==================== design 1
Figure 1. Signal wires on met1 (design 1).
Bar = 20 um. Supply wires on this layer in gray.
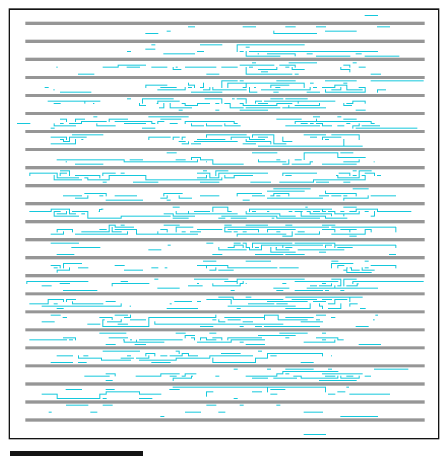
## src/rtl/shift_seq_ctrl.sv

```systemverilog
// Sequencer for an external 4-bit shift register: load a word, then issue
// COUNT shift/rotate steps, then capture the register's output.
//
// state   | meaning
// IDLE    | waiting for REQ, register disabled
// LOAD    | register loads D at the next edge
// SHIFT   | one shift/rotate per edge, down-counter tracks remaining steps
// FINISH  | register idle, Q captured into DATA_OUT on the leaving edge
module shift_seq_ctrl (
  input  logic        CLK,
  input  logic        RESET,
  input  logic        REQ,
  input  logic [1:0]  OP,
  input  logic [3:0]  DATA_IN,
  input  logic [2:0]  COUNT,
  input  logic        FILL,
  input  logic [3:0]  Q,
  output logic [1:0]  MODO,
  output logic        DIR,
  output logic [3:0]  D,
  output logic        S_IN,
  output logic        ENB,
  output logic        BUSY,
  output logic        DONE,
  output logic [3:0]  DATA_OUT,
  output logic [15:0] SHIFT_TOTAL
);

  localparam logic [1:0] MODE_LOAD  = 2'b00;
  localparam logic [1:0] MODE_PUSH  = 2'b01;
  localparam logic [1:0] MODE_CYCLE = 2'b10;

  typedef enum logic [1:0] {
    ST_IDLE   = 2'd0,
    ST_LOAD   = 2'd1,
    ST_SHIFT  = 2'd2,
    ST_FINISH = 2'd3
  } state_t;

  state_t      state;
  state_t      state_nxt;
  logic [1:0]  op_r;
  logic        fill_r;
  logic [2:0]  cnt_r;

  logic [1:0]  modo_nxt;
  logic        dir_nxt;
  logic [3:0]  d_nxt;
  logic        s_in_nxt;
  logic        enb_nxt;
  logic        busy_nxt;
  logic        done_nxt;
  logic [3:0]  data_out_nxt;

  always_ff @(posedge CLK) begin
    if (RESET) begin
      state       <= ST_IDLE;
      op_r        <= 2'b00;
      fill_r      <= 1'b0;
      cnt_r       <= 3'd0;
      MODO        <= MODE_LOAD;
      DIR         <= 1'b0;
      D           <= 4'd0;
      S_IN        <= 1'b0;
      ENB         <= 1'b0;
      BUSY        <= 1'b0;
      DONE        <= 1'b0;
      DATA_OUT    <= 4'd0;
      SHIFT_TOTAL <= 16'd0;
    end else begin
      state    <= state_nxt;
      MODO     <= modo_nxt;
      DIR      <= dir_nxt;
      D        <= d_nxt;
      S_IN     <= s_in_nxt;
      ENB      <= enb_nxt;
      BUSY     <= busy_nxt;
      DONE     <= done_nxt;
      DATA_OUT <= data_out_nxt;
      if (state == ST_IDLE && REQ) begin
        op_r   <= OP;
        fill_r <= FILL;
        cnt_r  <= COUNT;
      end else if (state == ST_SHIFT) begin
        cnt_r <= cnt_r - 3'd1;
      end
      if (state == ST_SHIFT && SHIFT_TOTAL != 16'hFFFF)
        SHIFT_TOTAL <= SHIFT_TOTAL + 16'd1;
    end
  end

  always_comb begin
    state_nxt = state;
    case (state)
      ST_IDLE:   if (REQ) state_nxt = ST_LOAD;
      ST_LOAD:   state_nxt = (cnt_r == 3'd0) ? ST_FINISH : ST_SHIFT;
      ST_SHIFT:  state_nxt = (cnt_r == 3'd1) ? ST_FINISH : ST_SHIFT;
      ST_FINISH: state_nxt = ST_IDLE;
      default:   state_nxt = ST_IDLE;
    endcase
  end

  // Outputs are decoded from the upcoming state so the registered values
  // line up with the state they belong to.
  always_comb begin
    modo_nxt     = MODE_LOAD;
    dir_nxt      = 1'b0;
    d_nxt        = D;
    s_in_nxt     = 1'b0;
    enb_nxt      = 1'b0;
    busy_nxt     = (state_nxt != ST_IDLE);
    done_nxt     = (state == ST_FINISH);
    data_out_nxt = (state == ST_FINISH) ? Q : DATA_OUT;
    case (state_nxt)
      ST_LOAD: begin
        enb_nxt = 1'b1;
        d_nxt   = DATA_IN;
      end
      ST_SHIFT: begin
        enb_nxt  = 1'b1;
        modo_nxt = op_r[1] ? MODE_CYCLE : MODE_PUSH;
        dir_nxt  = op_r[0];
        s_in_nxt = op_r[1] ? 1'b0 : fill_r;
      end
      default: ;
    endcase
  end

endmodule

```

## config.mk

```make
export PLATFORM = sky130hd
export DESIGN_NAME = shift_seq_ctrl
export DESIGN_NICKNAME = d
export VERILOG_FILES = /design/src/rtl/shift_seq_ctrl.sv
export SDC_FILE = /design/constraint.sdc
export NUM_CORES = 1
export LEC_CHECK = 0
export ABC_AREA = 1
export CAP_MARGIN = 20
export CORE_MARGIN = 2
export CORE_UTILIZATION = 52
export DETAILED_ROUTE_END_ITERATION = 16
export GPL_TIMING_DRIVEN = 0
export PLACE_DENSITY = 0.84
export SKIP_LAST_GASP = 1
export SLEW_MARGIN = 20
export SYNTH_ARGS = -nofsm -noshare
export SYNTH_HDL_FRONTEND = slang
export SYNTH_SLANG_ARGS = --single-unit
```

## constraint.sdc

```tcl
create_clock -name CLK -period 2.4 [get_ports CLK]
set_input_delay 0.48 -clock CLK [delete_from_list [all_inputs] [get_ports CLK]]
set_output_delay 0.48 -clock CLK [all_outputs]
set_load 0.02 [all_outputs]
```

==> summary.txt <==
fresh numbers from the pnr run: switching part of the total power 0.317, Iter 0 DRT Violations 116, port bufs 47, post-CTS setup buffer count 0, tool warnings 34, combinational power 0.476 mW, max_cap viols 0, first-pass GRT wire length 6960 um, core area 3610 um^2, worst hold start op_r[0], I/O pins 48, largest net degree at the start of global routing 12, tapcell count 48, outcome finished, final reports clean, YS chip area 1910 um^2, met1 usage 0.259, gr usage total 0.213, CTS tree built, Worst Setup Slack post-DPL 0.583 ns, most frequent cell after synthesis nor2_1, Max VDD drop 0.382 mV, Largest cell class combinational gates, WL met1 1840 um, Top delay family on crit path buffers and inverters, Tot Pwr 1.67 mW, # rows 22, Setup CP Type reg2out, most frequent cells in the layout nor2_1, nand2_1, clkdlybuf4s50_1, Async S/R FF share, synth 0, Clk power 0.416 mW, clk_buf instances 7, fin nets 347, highest metal used met4, Worst-Margin Slew 0.375 ns, sequential share of power 0.464, final hold vios 0, most numerous logic cell after layout nor2_1, logic share of the area 0.390, flip-flops with a built-in enable 0, DRT Pass-1 Iters 4, crit path max fanout 7, met2 WL post-DR 1900 um, Worst Setup End Kind primary output, DRC viols 0, CP required 1.92 ns, CTS clk-pin slew, worst paths 0.07 ns, final wirelength 4010 um
## Picture notes: Figure 1
nets with wire on the layer = 304
wire length on this layer = 1840 um
share of all routed wire = 46%
main direction = horizontal
longest straight run = 23.0 um

## registers in the layout, summed over array words and instances, names as in the netlist, 2 cells and up
register and cells:
MODO 2, DATA_OUT 4, op_r 2, D 4
SHIFT_TOTAL 16, state 2, cnt_r 3
## logic make-up (layout without fill, tap and decap cells)
logic type	Yosys count	in the layout	synth area share
fa+ha+maj	12	12	0.0787
buf+inv	35	90	0.0761
xor+xnor	1	1	0.00459
compound gates	30	30	0.0839
simple gates	147	147	0.348
flops	39	39	0.409

==================== design 2
Figure 2. Signal wires on met1 (design 2).
Bar = 20 um. Supply wires on this layer in gray.
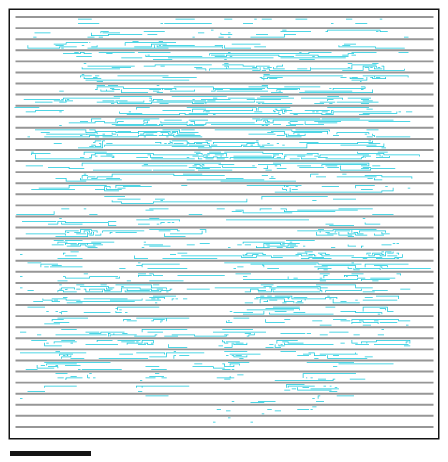
Figure 3. Signal wires on met2 (design 2).
Cells faint in the background.
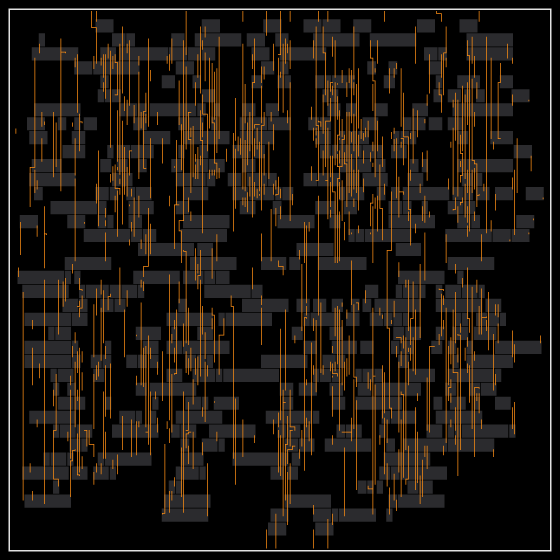
`config.mk`:
```
export PLATFORM = sky130hd
export DESIGN_NAME = encoder_odometer
export DESIGN_NICKNAME = d
export VERILOG_FILES = /design/src/rtl/encoder_odometer.sv
export SDC_FILE = /design/constraint.sdc
export NUM_CORES = 1
export LEC_CHECK = 0
export CELL_PAD_IN_SITES_DETAIL_PLACEMENT = 0
export CELL_PAD_IN_SITES_GLOBAL_PLACEMENT = 2
export CORE_UTILIZATION = 34
export CTS_BUF_LIST = sky130_fd_sc_hd__clkbuf_4 sky130_fd_sc_hd__clkbuf_8
export CTS_CLUSTER_DIAMETER = 50
export CTS_CLUSTER_SIZE = 24
export DETAILED_ROUTE_END_ITERATION = 7
export HOLD_SLACK_MARGIN = 0.1
export PLACE_DENSITY_LB_ADDON = 0.1
export SLEW_MARGIN = 20
export SYNTH_ARGS = -nofsm -noshare
export SYNTH_HDL_FRONTEND = slang
export SYNTH_SLANG_ARGS = --single-unit
```
`constraint.sdc`:
```
create_clock -name sys_clk -period 2.4 [get_ports sys_clk]
set_input_delay 0.48 -clock sys_clk [delete_from_list [all_inputs] [get_ports sys_clk]]
set_output_delay 0.48 -clock sys_clk [all_outputs]
set_load 0.005 [all_outputs]
```
`src/rtl/encoder_odometer.sv`:
```
// Taxi-meter front end: conditions the raw wheel-encoder input, runs the
// trip state machine from the launch/step key flags, and accumulates
// distance units for the downstream price and display stages.
module encoder_odometer #(
    parameter logic [19:0]       FILT_CNT        = 20'd49,
    parameter logic [15:0]       PULSES_PER_UNIT = 16'd100,
    parameter int unsigned       DIST_W          = 20,
    parameter logic [DIST_W-1:0] DIST_MAX        = DIST_W'(999)
) (
    input  logic              sys_clk,
    input  logic              sys_rst,
    input  logic              encoder_pulses,
    input  logic              flag_key_launch,
    input  logic              flag_key_step,
    output logic              run,
    output logic              dist_tick,
    output logic [DIST_W-1:0] distance,
    output logic              dist_sat
);

    typedef enum logic [1:0] {IDLE, RUN, PAUSE} state_t;

    state_t            state, next_state;
    logic              sync_0, sync_1;
    logic              filt_level, filt_prev, enc_event;
    logic [19:0]       filt_cnt;
    logic [15:0]       sub_cnt, sub_nxt;
    logic [DIST_W-1:0] dist_nxt, dist_inc;
    logic              sat_nxt, tick_nxt;

    // Two-flop synchroniser for the asynchronous encoder input
    always_ff @(posedge sys_clk or posedge sys_rst) begin
        if (sys_rst) begin
            sync_0 <= 1'b0;
            sync_1 <= 1'b0;
        end else begin
            sync_0 <= encoder_pulses;
            sync_1 <= sync_0;
        end
    end

    // Glitch filter: level follows the input only after FILT_CNT+1 disagreeing cycles
    always_ff @(posedge sys_clk or posedge sys_rst) begin
        if (sys_rst) begin
            filt_level <= 1'b0;
            filt_cnt   <= '0;
        end else if (sync_1 != filt_level) begin
            if (filt_cnt == FILT_CNT) begin
                filt_level <= sync_1;
                filt_cnt   <= '0;
            end else begin
                filt_cnt <= filt_cnt + 20'd1;
            end
        end else begin
            filt_cnt <= '0;
        end
    end

    // Registered rising-edge detect on the filtered level
    always_ff @(posedge sys_clk or posedge sys_rst) begin
        if (sys_rst) begin
            filt_prev <= 1'b0;
            enc_event <= 1'b0;
        end else begin
            filt_prev <= filt_level;
            enc_event <= filt_level & ~filt_prev;
        end
    end

    // Trip state register
    always_ff @(posedge sys_clk or posedge sys_rst) begin
        if (sys_rst) state <= IDLE;
        else         state <= next_state;
    end

    // Next-state logic; step overrides launch when both arrive together
    always_comb begin
        next_state = state;
        case (state)
            IDLE:    if (flag_key_launch && !flag_key_step) next_state = RUN;
            RUN:     if (flag_key_step) next_state = IDLE;
                     else if (flag_key_launch) next_state = PAUSE;
            PAUSE:   if (flag_key_step) next_state = IDLE;
                     else if (flag_key_launch) next_state = RUN;
            default: next_state = IDLE;
        endcase
    end

    // Next values of the counting datapath; events count only while staying in RUN
    always_comb begin
        sub_nxt  = sub_cnt;
        dist_nxt = distance;
        sat_nxt  = dist_sat;
        tick_nxt = 1'b0;
        dist_inc = distance + DIST_W'(1);
        if (state == IDLE && next_state == RUN) begin
            sub_nxt  = '0;
            dist_nxt = '0;
            sat_nxt  = 1'b0;
        end else if (state == RUN && next_state == RUN && enc_event) begin
            if (sub_cnt == PULSES_PER_UNIT - 16'd1) begin
                sub_nxt = '0;
                if (distance != DIST_MAX) begin
                    dist_nxt = dist_inc;
                    tick_nxt = 1'b1;
                    sat_nxt  = (dist_inc == DIST_MAX);
                end
            end else begin
                sub_nxt = sub_cnt + 16'd1;
            end
        end
    end

    // Registered outputs and counters
    always_ff @(posedge sys_clk or posedge sys_rst) begin
        if (sys_rst) begin
            run       <= 1'b0;
            dist_tick <= 1'b0;
            distance  <= '0;
            dist_sat  <= 1'b0;
            sub_cnt   <= '0;
        end else begin
            run       <= (next_state == RUN);
            dist_tick <= tick_nxt;
            distance  <= dist_nxt;
            dist_sat  <= sat_nxt;
            sub_cnt   <= sub_nxt;
        end
    end

endmodule

```
==> summary.txt <==
fresh numbers from the pnr run: Worst Setup Slack post-DPL -0.0364 ns, Hold Path Class reg2reg, Crit Reg-Reg Endpoint dist_sat, Synth flops 66, antenna violations before repair 0, main flop type dfrtp_1, FF/Latch Area 1650 um^2, DRT Pass-1 Iters 5, CTS tree built, outcome finished, final reports clean, worst-path cell chain nand4_2 > or3_4 > o31a_1 > a211oi_2 > or4b_1 > o21ai_1, Netlist cell types 49, n_diodes 0, Mapped Nets 401, # rows 37, area leader, netlist dfrtp_1, core area 10300 um^2, Max VDD drop 0.230 mV, Detail Route Antenna Nets 0, # setup viols final 0, first-pass GRT wire length 16000 um, YS chip area 3610 um^2, xor/xnor share 0.0848, clock power share 0.436, sequential share of power 0.518, flip-flops with a built-in enable 0, crit path max fanout 8, clk sink count 66, Syn. warnings 0, sw power 0.541 mW, grt ovf 0, top flop regs distance: 20 flops, filt_cnt: 20 flops, sub_cnt: 16 flops, Adders+Majority by Area 0.0173, Basic Gates by Area 0.281, DRC viols 0, Final period util 0.928, area fraction in mux cells 0.00312, Layout Area Growth over Synthesis 25.6%, register area share after synthesis 0.457, fin nets 458, Async S/R FF share, synth 1.00, Syn Inst Count 391, post-layout worst setup margin 0.172 ns, max_cap viols 0, PostCTS Resize Cnt 0, CP required 2.68 ns, Top delay family on crit path simple AND/OR/NAND/NOR gates, relative slew slack 0.618, worst r2r path cells 6, Worst Setup End Kind flop, Hold Path Stages 0, placed instance area 4260 um^2, port bufs 27
Notes on Figure 2 above:
longest straight run = 34.0 um
share of all routed wire = 51%
nets with wire on the layer = 422
wire length on this layer = 4680 um

Notes on Figure 3 above:
nets with wire on the layer = 369
wire length on this layer = 4250 um
share of all routed wire = 46%
longest straight run = 43.5 um
final wirelength: 9250 um
Via Count: 3060
met2 global-route usage: 0.273

## routing by layer
metal  vias up  wire [um]  global-route usage
met3         5        243              0.0368
met1      1485       4680               0.268
met2        44       4250               0.273
li1       1526          -                   -
met4         0         75              0.0543
met5         -          0                   0
## final cells by class
cell class                      count  share of cell area
Multi-Input combinational cell    300               0.420
Sequential cell                    66               0.364
Timing Repair Buffer               64               0.129
Tap cell                          136              0.0375
Clock buffer                       10              0.0289
Clock inverter                      6              0.0149
Inverter                            7             0.00579

==================== design 3
Figure 4. Signal wires on met1 (design 3).
Bar = 20 um. Supply wires on this layer in gray.
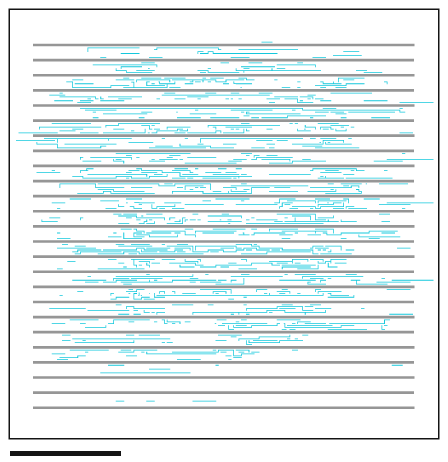
Figure 5. Signal wires on met2 (design 3).
Cells faint in the background.
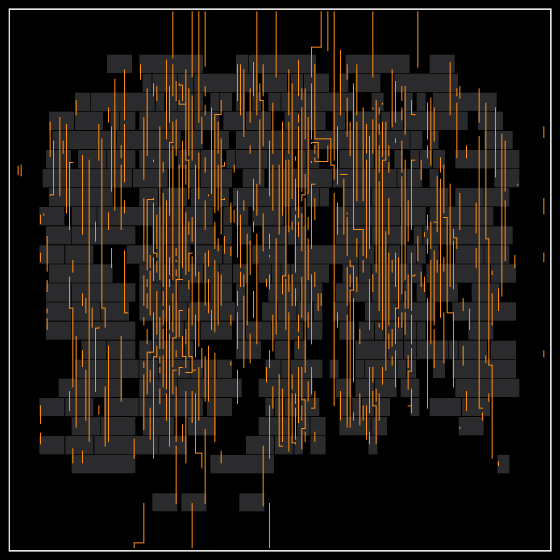
<file path="config.mk">
export PLATFORM = sky130hd
export DESIGN_NAME = logic_unit_pipe
export DESIGN_NICKNAME = d
export VERILOG_FILES = /design/src/rtl/logic_unit_pkg.sv /design/src/rtl/logic_unit_core.sv /design/src/rtl/logic_unit_pipe.sv
export SDC_FILE = /design/constraint.sdc
export NUM_CORES = 1
export LEC_CHECK = 0
export CORE_MARGIN = 4
export CORE_UTILIZATION = 55
export CTS_CLUSTER_DIAMETER = 30
export DETAILED_ROUTE_END_ITERATION = 12
export PLACE_DENSITY = 0.9
export SLEW_MARGIN = 20
export SYNTH_ARGS = -nofsm -noshare
export SYNTH_HDL_FRONTEND = slang
export SYNTH_SLANG_ARGS = --single-unit
export TNS_END_PERCENT = 50
</file>
<file path="constraint.sdc">
create_clock -name clk -period 3.6 [get_ports clk]
set_input_delay 0.36 -clock clk [delete_from_list [all_inputs] [get_ports clk]]
set_output_delay 0.36 -clock clk [all_outputs]
set_load 0.01 [all_outputs]
</file>
<file path="src/rtl/logic_unit_pkg.sv">
// Shared opcode encoding for the pipelined bitwise logic unit.
package logic_unit_pkg;

  localparam int unsigned OPCODE_W = 3;

  typedef logic [OPCODE_W-1:0] opcode_t;

  localparam opcode_t OP_NOT   = 3'b000;
  localparam opcode_t OP_OR    = 3'b001;
  localparam opcode_t OP_AND   = 3'b010;
  localparam opcode_t OP_XOR   = 3'b011;
  localparam opcode_t OP_NAND  = 3'b100;
  localparam opcode_t OP_NOR   = 3'b101;
  localparam opcode_t OP_XNOR  = 3'b110;
  localparam opcode_t OP_PASSB = 3'b111;

endpackage

</file>
<file path="src/rtl/logic_unit_core.sv">
// Combinational bitwise operation selected by opcode; no carries, result is WIDTH bits.
module logic_unit_core
  import logic_unit_pkg::*;
#(
  parameter int unsigned WIDTH = 8
) (
  input  opcode_t          opcode,
  input  logic [WIDTH-1:0] a,
  input  logic [WIDTH-1:0] b,
  output logic [WIDTH-1:0] y_c
);

  // Every opcode value is decoded, so the case needs no default arm.
  always_comb begin
    y_c = '0;
    case (opcode)
      OP_NOT:   y_c = ~a;
      OP_OR:    y_c = a | b;
      OP_AND:   y_c = a & b;
      OP_XOR:   y_c = a ^ b;
      OP_NAND:  y_c = ~(a & b);
      OP_NOR:   y_c = ~(a | b);
      OP_XNOR:  y_c = ~(a ^ b);
      OP_PASSB: y_c = b;
    endcase
  end

endmodule

</file>
<file path="src/rtl/logic_unit_pipe.sv">
// Two-stage bitwise logic unit with valid/ready handshakes, result flags and an
// optional accumulator that can stand in for operand A.
module logic_unit_pipe
  import logic_unit_pkg::*;
#(
  parameter int unsigned      WIDTH    = 8,
  parameter logic [WIDTH-1:0] ACC_INIT = '0
) (
  input  logic             clk,
  input  logic             rst_n,
  input  logic             in_valid,
  output logic             in_ready,
  input  opcode_t          opcode,
  input  logic             acc_sel,
  input  logic             acc_clr,
  input  logic [WIDTH-1:0] a_in,
  input  logic [WIDTH-1:0] b_in,
  output logic             out_valid,
  input  logic             out_ready,
  output logic [WIDTH-1:0] y_out,
  output logic             zero_out,
  output logic             par_out
);

  logic             s1_valid;
  opcode_t          s1_op;
  logic             s1_acc_sel;
  logic [WIDTH-1:0] s1_a;
  logic [WIDTH-1:0] s1_b;
  logic [WIDTH-1:0] acc;

  logic             in_hs_c;
  logic             s2_adv_c;
  logic [WIDTH-1:0] op_a_c;
  logic [WIDTH-1:0] result_c;

  // S1 moves on whenever S2 is empty or being drained this cycle.
  assign s2_adv_c = s1_valid & (~out_valid | out_ready);
  assign in_ready = ~s1_valid | s2_adv_c;
  assign in_hs_c  = in_valid & in_ready;
  assign op_a_c   = s1_acc_sel ? acc : s1_a;

  logic_unit_core #(
    .WIDTH (WIDTH)
  ) u_core (
    .opcode (s1_op),
    .a      (op_a_c),
    .b      (s1_b),
    .y_c    (result_c)
  );

  // Stage 1: operand capture.
  always_ff @(posedge clk or negedge rst_n) begin
    if (!rst_n) begin
      s1_valid   <= 1'b0;
      s1_op      <= OP_NOT;
      s1_acc_sel <= 1'b0;
      s1_a       <= '0;
      s1_b       <= '0;
    end else if (in_hs_c) begin
      s1_valid   <= 1'b1;
      s1_op      <= opcode;
      s1_acc_sel <= acc_sel;
      s1_a       <= a_in;
      s1_b       <= b_in;
    end else if (s2_adv_c) begin
      s1_valid   <= 1'b0;
    end
  end

  // Accumulator: a clear arriving with a new bundle beats the result of an
  // older bundle leaving S1 on the same edge.
  always_ff @(posedge clk or negedge rst_n) begin
    if (!rst_n) begin
      acc <= ACC_INIT;
    end else if (in_hs_c && acc_clr) begin
      acc <= ACC_INIT;
    end else if (s2_adv_c) begin
      acc <= result_c;
    end
  end

  // Stage 2: registered result and flags, held while the sink stalls.
  always_ff @(posedge clk or negedge rst_n) begin
    if (!rst_n) begin
      out_valid <= 1'b0;
      y_out     <= '0;
      zero_out  <= 1'b1;
      par_out   <= 1'b0;
    end else if (s2_adv_c) begin
      out_valid <= 1'b1;
      y_out     <= result_c;
      zero_out  <= (result_c == '0);
      par_out   <= ^result_c;
    end else if (out_ready) begin
      out_valid <= 1'b0;
    end
  end

endmodule

</file>
==> summary.txt <==
fresh numbers from the pnr run: outcome finished, final reports clean, R2R Path Start s1_acc_sel, Die Ht 77.0 um, flop2flop setup slack 0.69 ns, gr usage total 0.203, Worst Setup End Kind flop, Avg Vias per Cell 5.72, area leader, netlist dfrtp_1, tapcell count 52, WL met1 2400 um, synth cell count leaders nand2_1, dfrtp_1, mux2_2, clock power share 0.219, Largest cell class combinational gates, CTS clk-pin slew, worst paths 0.08 ns, # rows 24, number of global-route vias before repair 2025, yosys cell count 269, Synth flops 40, final core area utilization 0.683, Signal inverters 23
## Picture notes: Figure 4
nets with wire on the layer = 304
main direction = horizontal
share of all routed wire = 43%
wire length on this layer = 2400 um
Via Count: 2014
met1 usage: 0.252
final wirelength: 5630 um

## Picture notes: Figure 5
wire length on this layer = 2720 um
main direction = vertical
share of all routed wire = 48%
longest straight run = 40.1 um

==> stage by stage <==
| step | instances | instance area [um^2] | hold WS, ns | setup slack [ns] | power (mW) |
|---|---|---|---|---|---|
| floorplan | 269 | 2620 | 0.0644 | 1.08 | 1.19 |
| global placement | 344 | 2930 | 0.470 | 0.835 | 1.37 |
| detailed placement | 344 | 2930 | 0.481 | 0.721 | 1.42 |
| CTS | 352 | 3060 | 0.220 | 0.691 | 1.82 |
| global route | 352 | 3060 | 0.261 | 0.488 | 1.95 |
| finish | 352 | 3060 | 0.182 | 0.687 | 1.81 |

==================== design 4
### src/rtl/run_ctrl_pkg.sv
// run_ctrl_pkg: shared state encoding and default widths for the run controller
package run_ctrl_pkg;
  localparam int NIRQ_D  = 16;
  localparam int DIV_W_D = 32;
  localparam int CNT_W_D = 32;
  typedef enum logic [1:0] {RUN = 2'b00, SLEEP = 2'b01, HALT = 2'b10} state_t;
endpackage

### src/rtl/clk_en_div.sv
// clk_en_div: registered clock-enable pulse once every div_i+1 clocks
module clk_en_div #(
  parameter int DIV_W = 32
) (
  input  logic             clk,
  input  logic             rst_n,
  input  logic [DIV_W-1:0] div_i,
  output logic             clk_en_o
);
  logic [DIV_W-1:0] r_cnt;
  logic             r_clk_en;
  logic             w_fire;
  // >= compare so a lowered divider fires at once instead of wrapping
  assign w_fire   = r_cnt >= div_i;
  assign clk_en_o = r_clk_en;
  // count up to the divider, then restart and emit one enable pulse
  always_ff @(posedge clk or negedge rst_n)
    if (!rst_n) begin
      r_cnt    <= '0;
      r_clk_en <= 1'b0;
    end else begin
      r_cnt    <= w_fire ? '0 : r_cnt + 1'b1;
      r_clk_en <= w_fire;
    end
endmodule

### src/rtl/run_ctrl.sv
// run_ctrl: core run/sleep/halt control with interrupt capture and cycle counting
module run_ctrl
  import run_ctrl_pkg::*;
#(
  parameter int NIRQ  = NIRQ_D,
  parameter int DIV_W = DIV_W_D,
  parameter int CNT_W = CNT_W_D
) (
  input  logic             clk,
  input  logic             rst_n,
  input  logic [DIV_W-1:0] div_i,
  input  logic [NIRQ-1:0]  irq_i,
  input  logic [NIRQ-1:0]  irq_mask_i,
  input  logic [NIRQ-1:0]  irq_ack_i,
  input  logic             halt_req_i,
  input  logic             sleep_req_i,
  output logic             clk_en_o,
  output logic             run_o,
  output logic [1:0]       state_o,
  output logic [NIRQ-1:0]  irq_pending_o,
  output logic             wake_o,
  output logic [CNT_W-1:0] cycle_cnt_o
);
  state_t           r_state, w_next;
  logic [NIRQ-1:0]  r_pend;
  logic [CNT_W-1:0] r_cyc;
  logic             r_wake;
  logic             w_clk_en;
  logic             w_wake;

  clk_en_div #(.DIV_W(DIV_W)) u_div (
    .clk     (clk),
    .rst_n   (rst_n),
    .div_i   (div_i),
    .clk_en_o(w_clk_en)
  );

  assign clk_en_o      = w_clk_en;
  assign run_o         = r_state == RUN;
  assign state_o       = r_state;
  assign irq_pending_o = r_pend;
  assign wake_o        = r_wake;
  assign cycle_cnt_o   = r_cyc;

  // next state: halt beats everything, HALT is sticky, moves only on enable cycles
  always_comb begin
    w_next = !w_clk_en                          ? r_state :
             (r_state == HALT || halt_req_i)    ? HALT    :
             (r_state == RUN && sleep_req_i)    ? SLEEP   :
             (r_state == SLEEP && |r_pend)      ? RUN     : r_state;
    w_wake = r_state == SLEEP && w_next == RUN;
  end

  // state, sticky pending capture (set wins over ack), wake pulse, enabled-cycle count
  always_ff @(posedge clk or negedge rst_n)
    if (!rst_n) begin
      r_state <= RUN;
      r_pend  <= '0;
      r_wake  <= 1'b0;
      r_cyc   <= '0;
    end else begin
      r_state <= w_next;
      r_pend  <= (r_pend & ~irq_ack_i) | (irq_i & irq_mask_i);
      r_wake  <= w_wake;
      if (w_clk_en && r_state != HALT) r_cyc <= r_cyc + 1'b1;
    end
endmodule

### config.mk
export PLATFORM = sky130hd
export DESIGN_NAME = run_ctrl
export DESIGN_NICKNAME = d
export VERILOG_FILES = /design/src/rtl/run_ctrl_pkg.sv /design/src/rtl/clk_en_div.sv /design/src/rtl/run_ctrl.sv
export SDC_FILE = /design/constraint.sdc
export NUM_CORES = 1
export LEC_CHECK = 0
export CAP_MARGIN = 20
export CORE_ASPECT_RATIO = 1.4
export CORE_MARGIN = 3
export CORE_UTILIZATION = 48
export DETAILED_ROUTE_END_ITERATION = 10
export PLACE_DENSITY = 0.81
export SLEW_MARGIN = 20
export SYNTH_ARGS = -nofsm -noshare
export SYNTH_HDL_FRONTEND = slang
export SYNTH_SLANG_ARGS = --single-unit
### constraint.sdc
create_clock -name clk -period 3.1 [get_ports clk]
set_clock_uncertainty 0.05 [all_clocks]
set_input_delay 0.62 -clock clk [delete_from_list [all_inputs] [get_ports clk]]
set_output_delay 0.62 -clock clk [all_outputs]
set_load 0.02 [all_outputs]
Figure 6. Signal wires on met1 (design 4).
Bar = 20 um. Supply wires on this layer in gray.
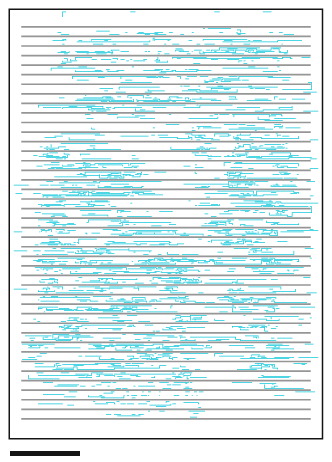
wire length on this layer = 4500 um
longest straight run = 26.0 um
Via Count: 4008
final wirelength: 11600 um
met1 usage: 0.268

Figure 7. Signal wires on met2 (design 4).
Cells faint in the background.
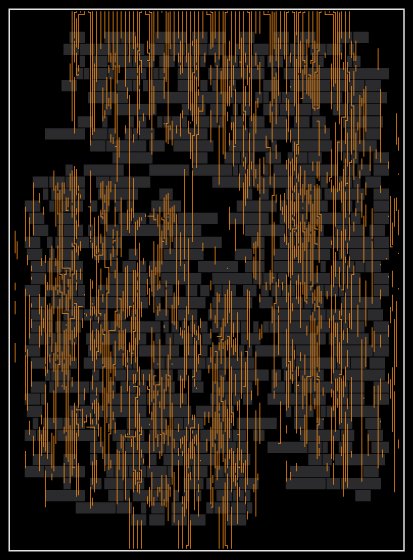
longest straight run = 33.5 um
nets with wire on the layer = 645
wire length on this layer = 6330 um
share of all routed wire = 55%
main direction = vertical

==> summary.txt <==
fresh numbers from the pnr run: sw power 1.00 mW, H-tree levels 3, post-synthesis compound-gate area fraction 0.0618, Hold Path Class in2async, Post-Syn Area 4590 um^2, synth cell count leaders dfrtp_1, inv_1, nand2_1, register area share after synthesis 0.458, crit path max fanout 33, Layout Area Growth over Synthesis 39.2%, hold-fix buffers at CTS 0, xor/xnor share 0.116, R2R Path Start u_div.r_cnt[15], port bufs 136, outcome finished, final reports clean, most frequent cells in the layout clkdlybuf4s50_1, dfrtp_1, inv_1, ratio of cells with drive above 1 in the final layout 0.0498, Syn Inst Count 473, yosys cell count 473, largest net degree at the start of global routing 85, ClkCell Share 0.0456, cell count after placement 714, flip-flops 84, most crowded layer after global routing met2, # rows 41, Comb power frac 0.248, CP required 3.27 ns, area leader, netlist dfrtp_1, flip-flops with a built-in enable 0, I/O pins 137, Async S/R FF share, synth 1.00, number of global-route vias before repair 4020, post-route insts no fill 729, GR Util met3 0.0352
metrics by stage:
step                utilization  instance area (um^2)  setup TNS (ns)
floorplan                     -                  4590               0
global placement          0.664                  6100           -4.07
detailed placement        0.664                  6100           -6.01
CTS                       0.696                  6390               0
global route              0.696                  6390               0
finish                    0.696                  6390               0
power groups by stage:
stage	clock (mW)	combinational (mW)	sequential, mW
2_1_floorplan	0	0.387	1.47
3_3_place_gp	0	0.787	1.45
3_5_place_dp	0	0.824	1.46
4_1_cts	1.06	0.829	1.44
5_1_grt	1.10	0.915	1.46
6_report	1.05	0.820	1.44


==> gallery <==
Routing congestion map.
panel A
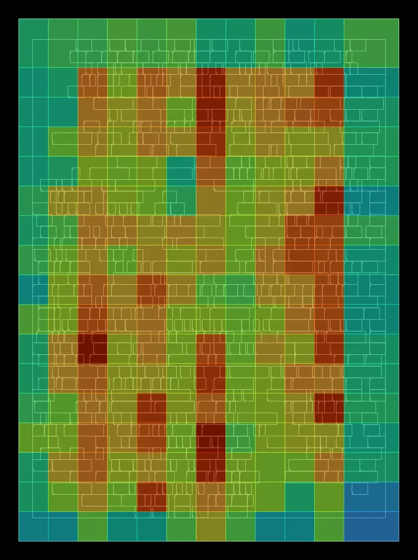
panel B
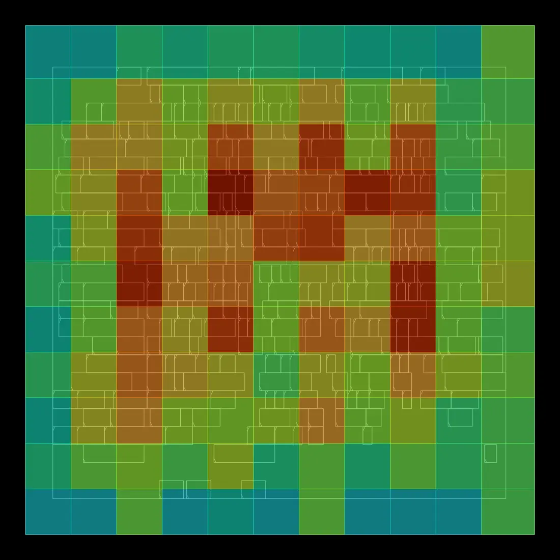
panel C
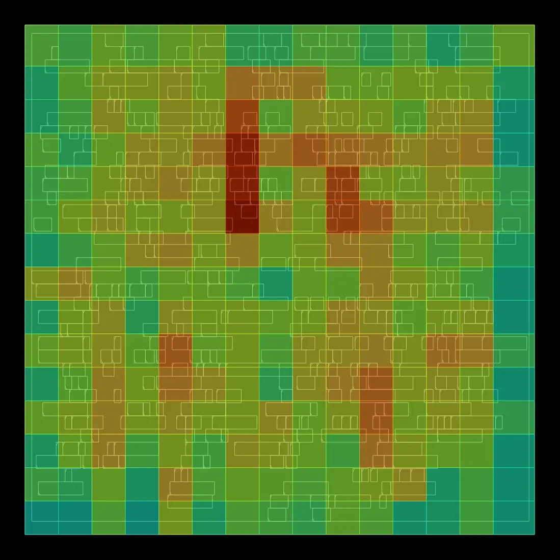
panel D
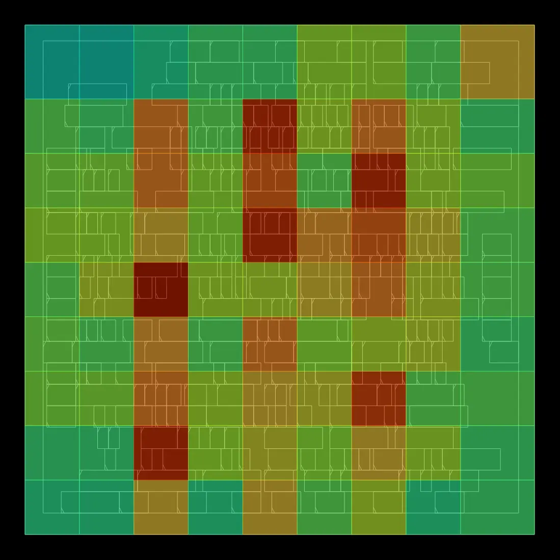
panel D: design 1
panel C: design 2
panel A: design 4
panel B: design 3
Of these, lowest utilization: panel C
Of these, least wire per cell: panel D

Power is estimated from default activity; no workload was simulated.
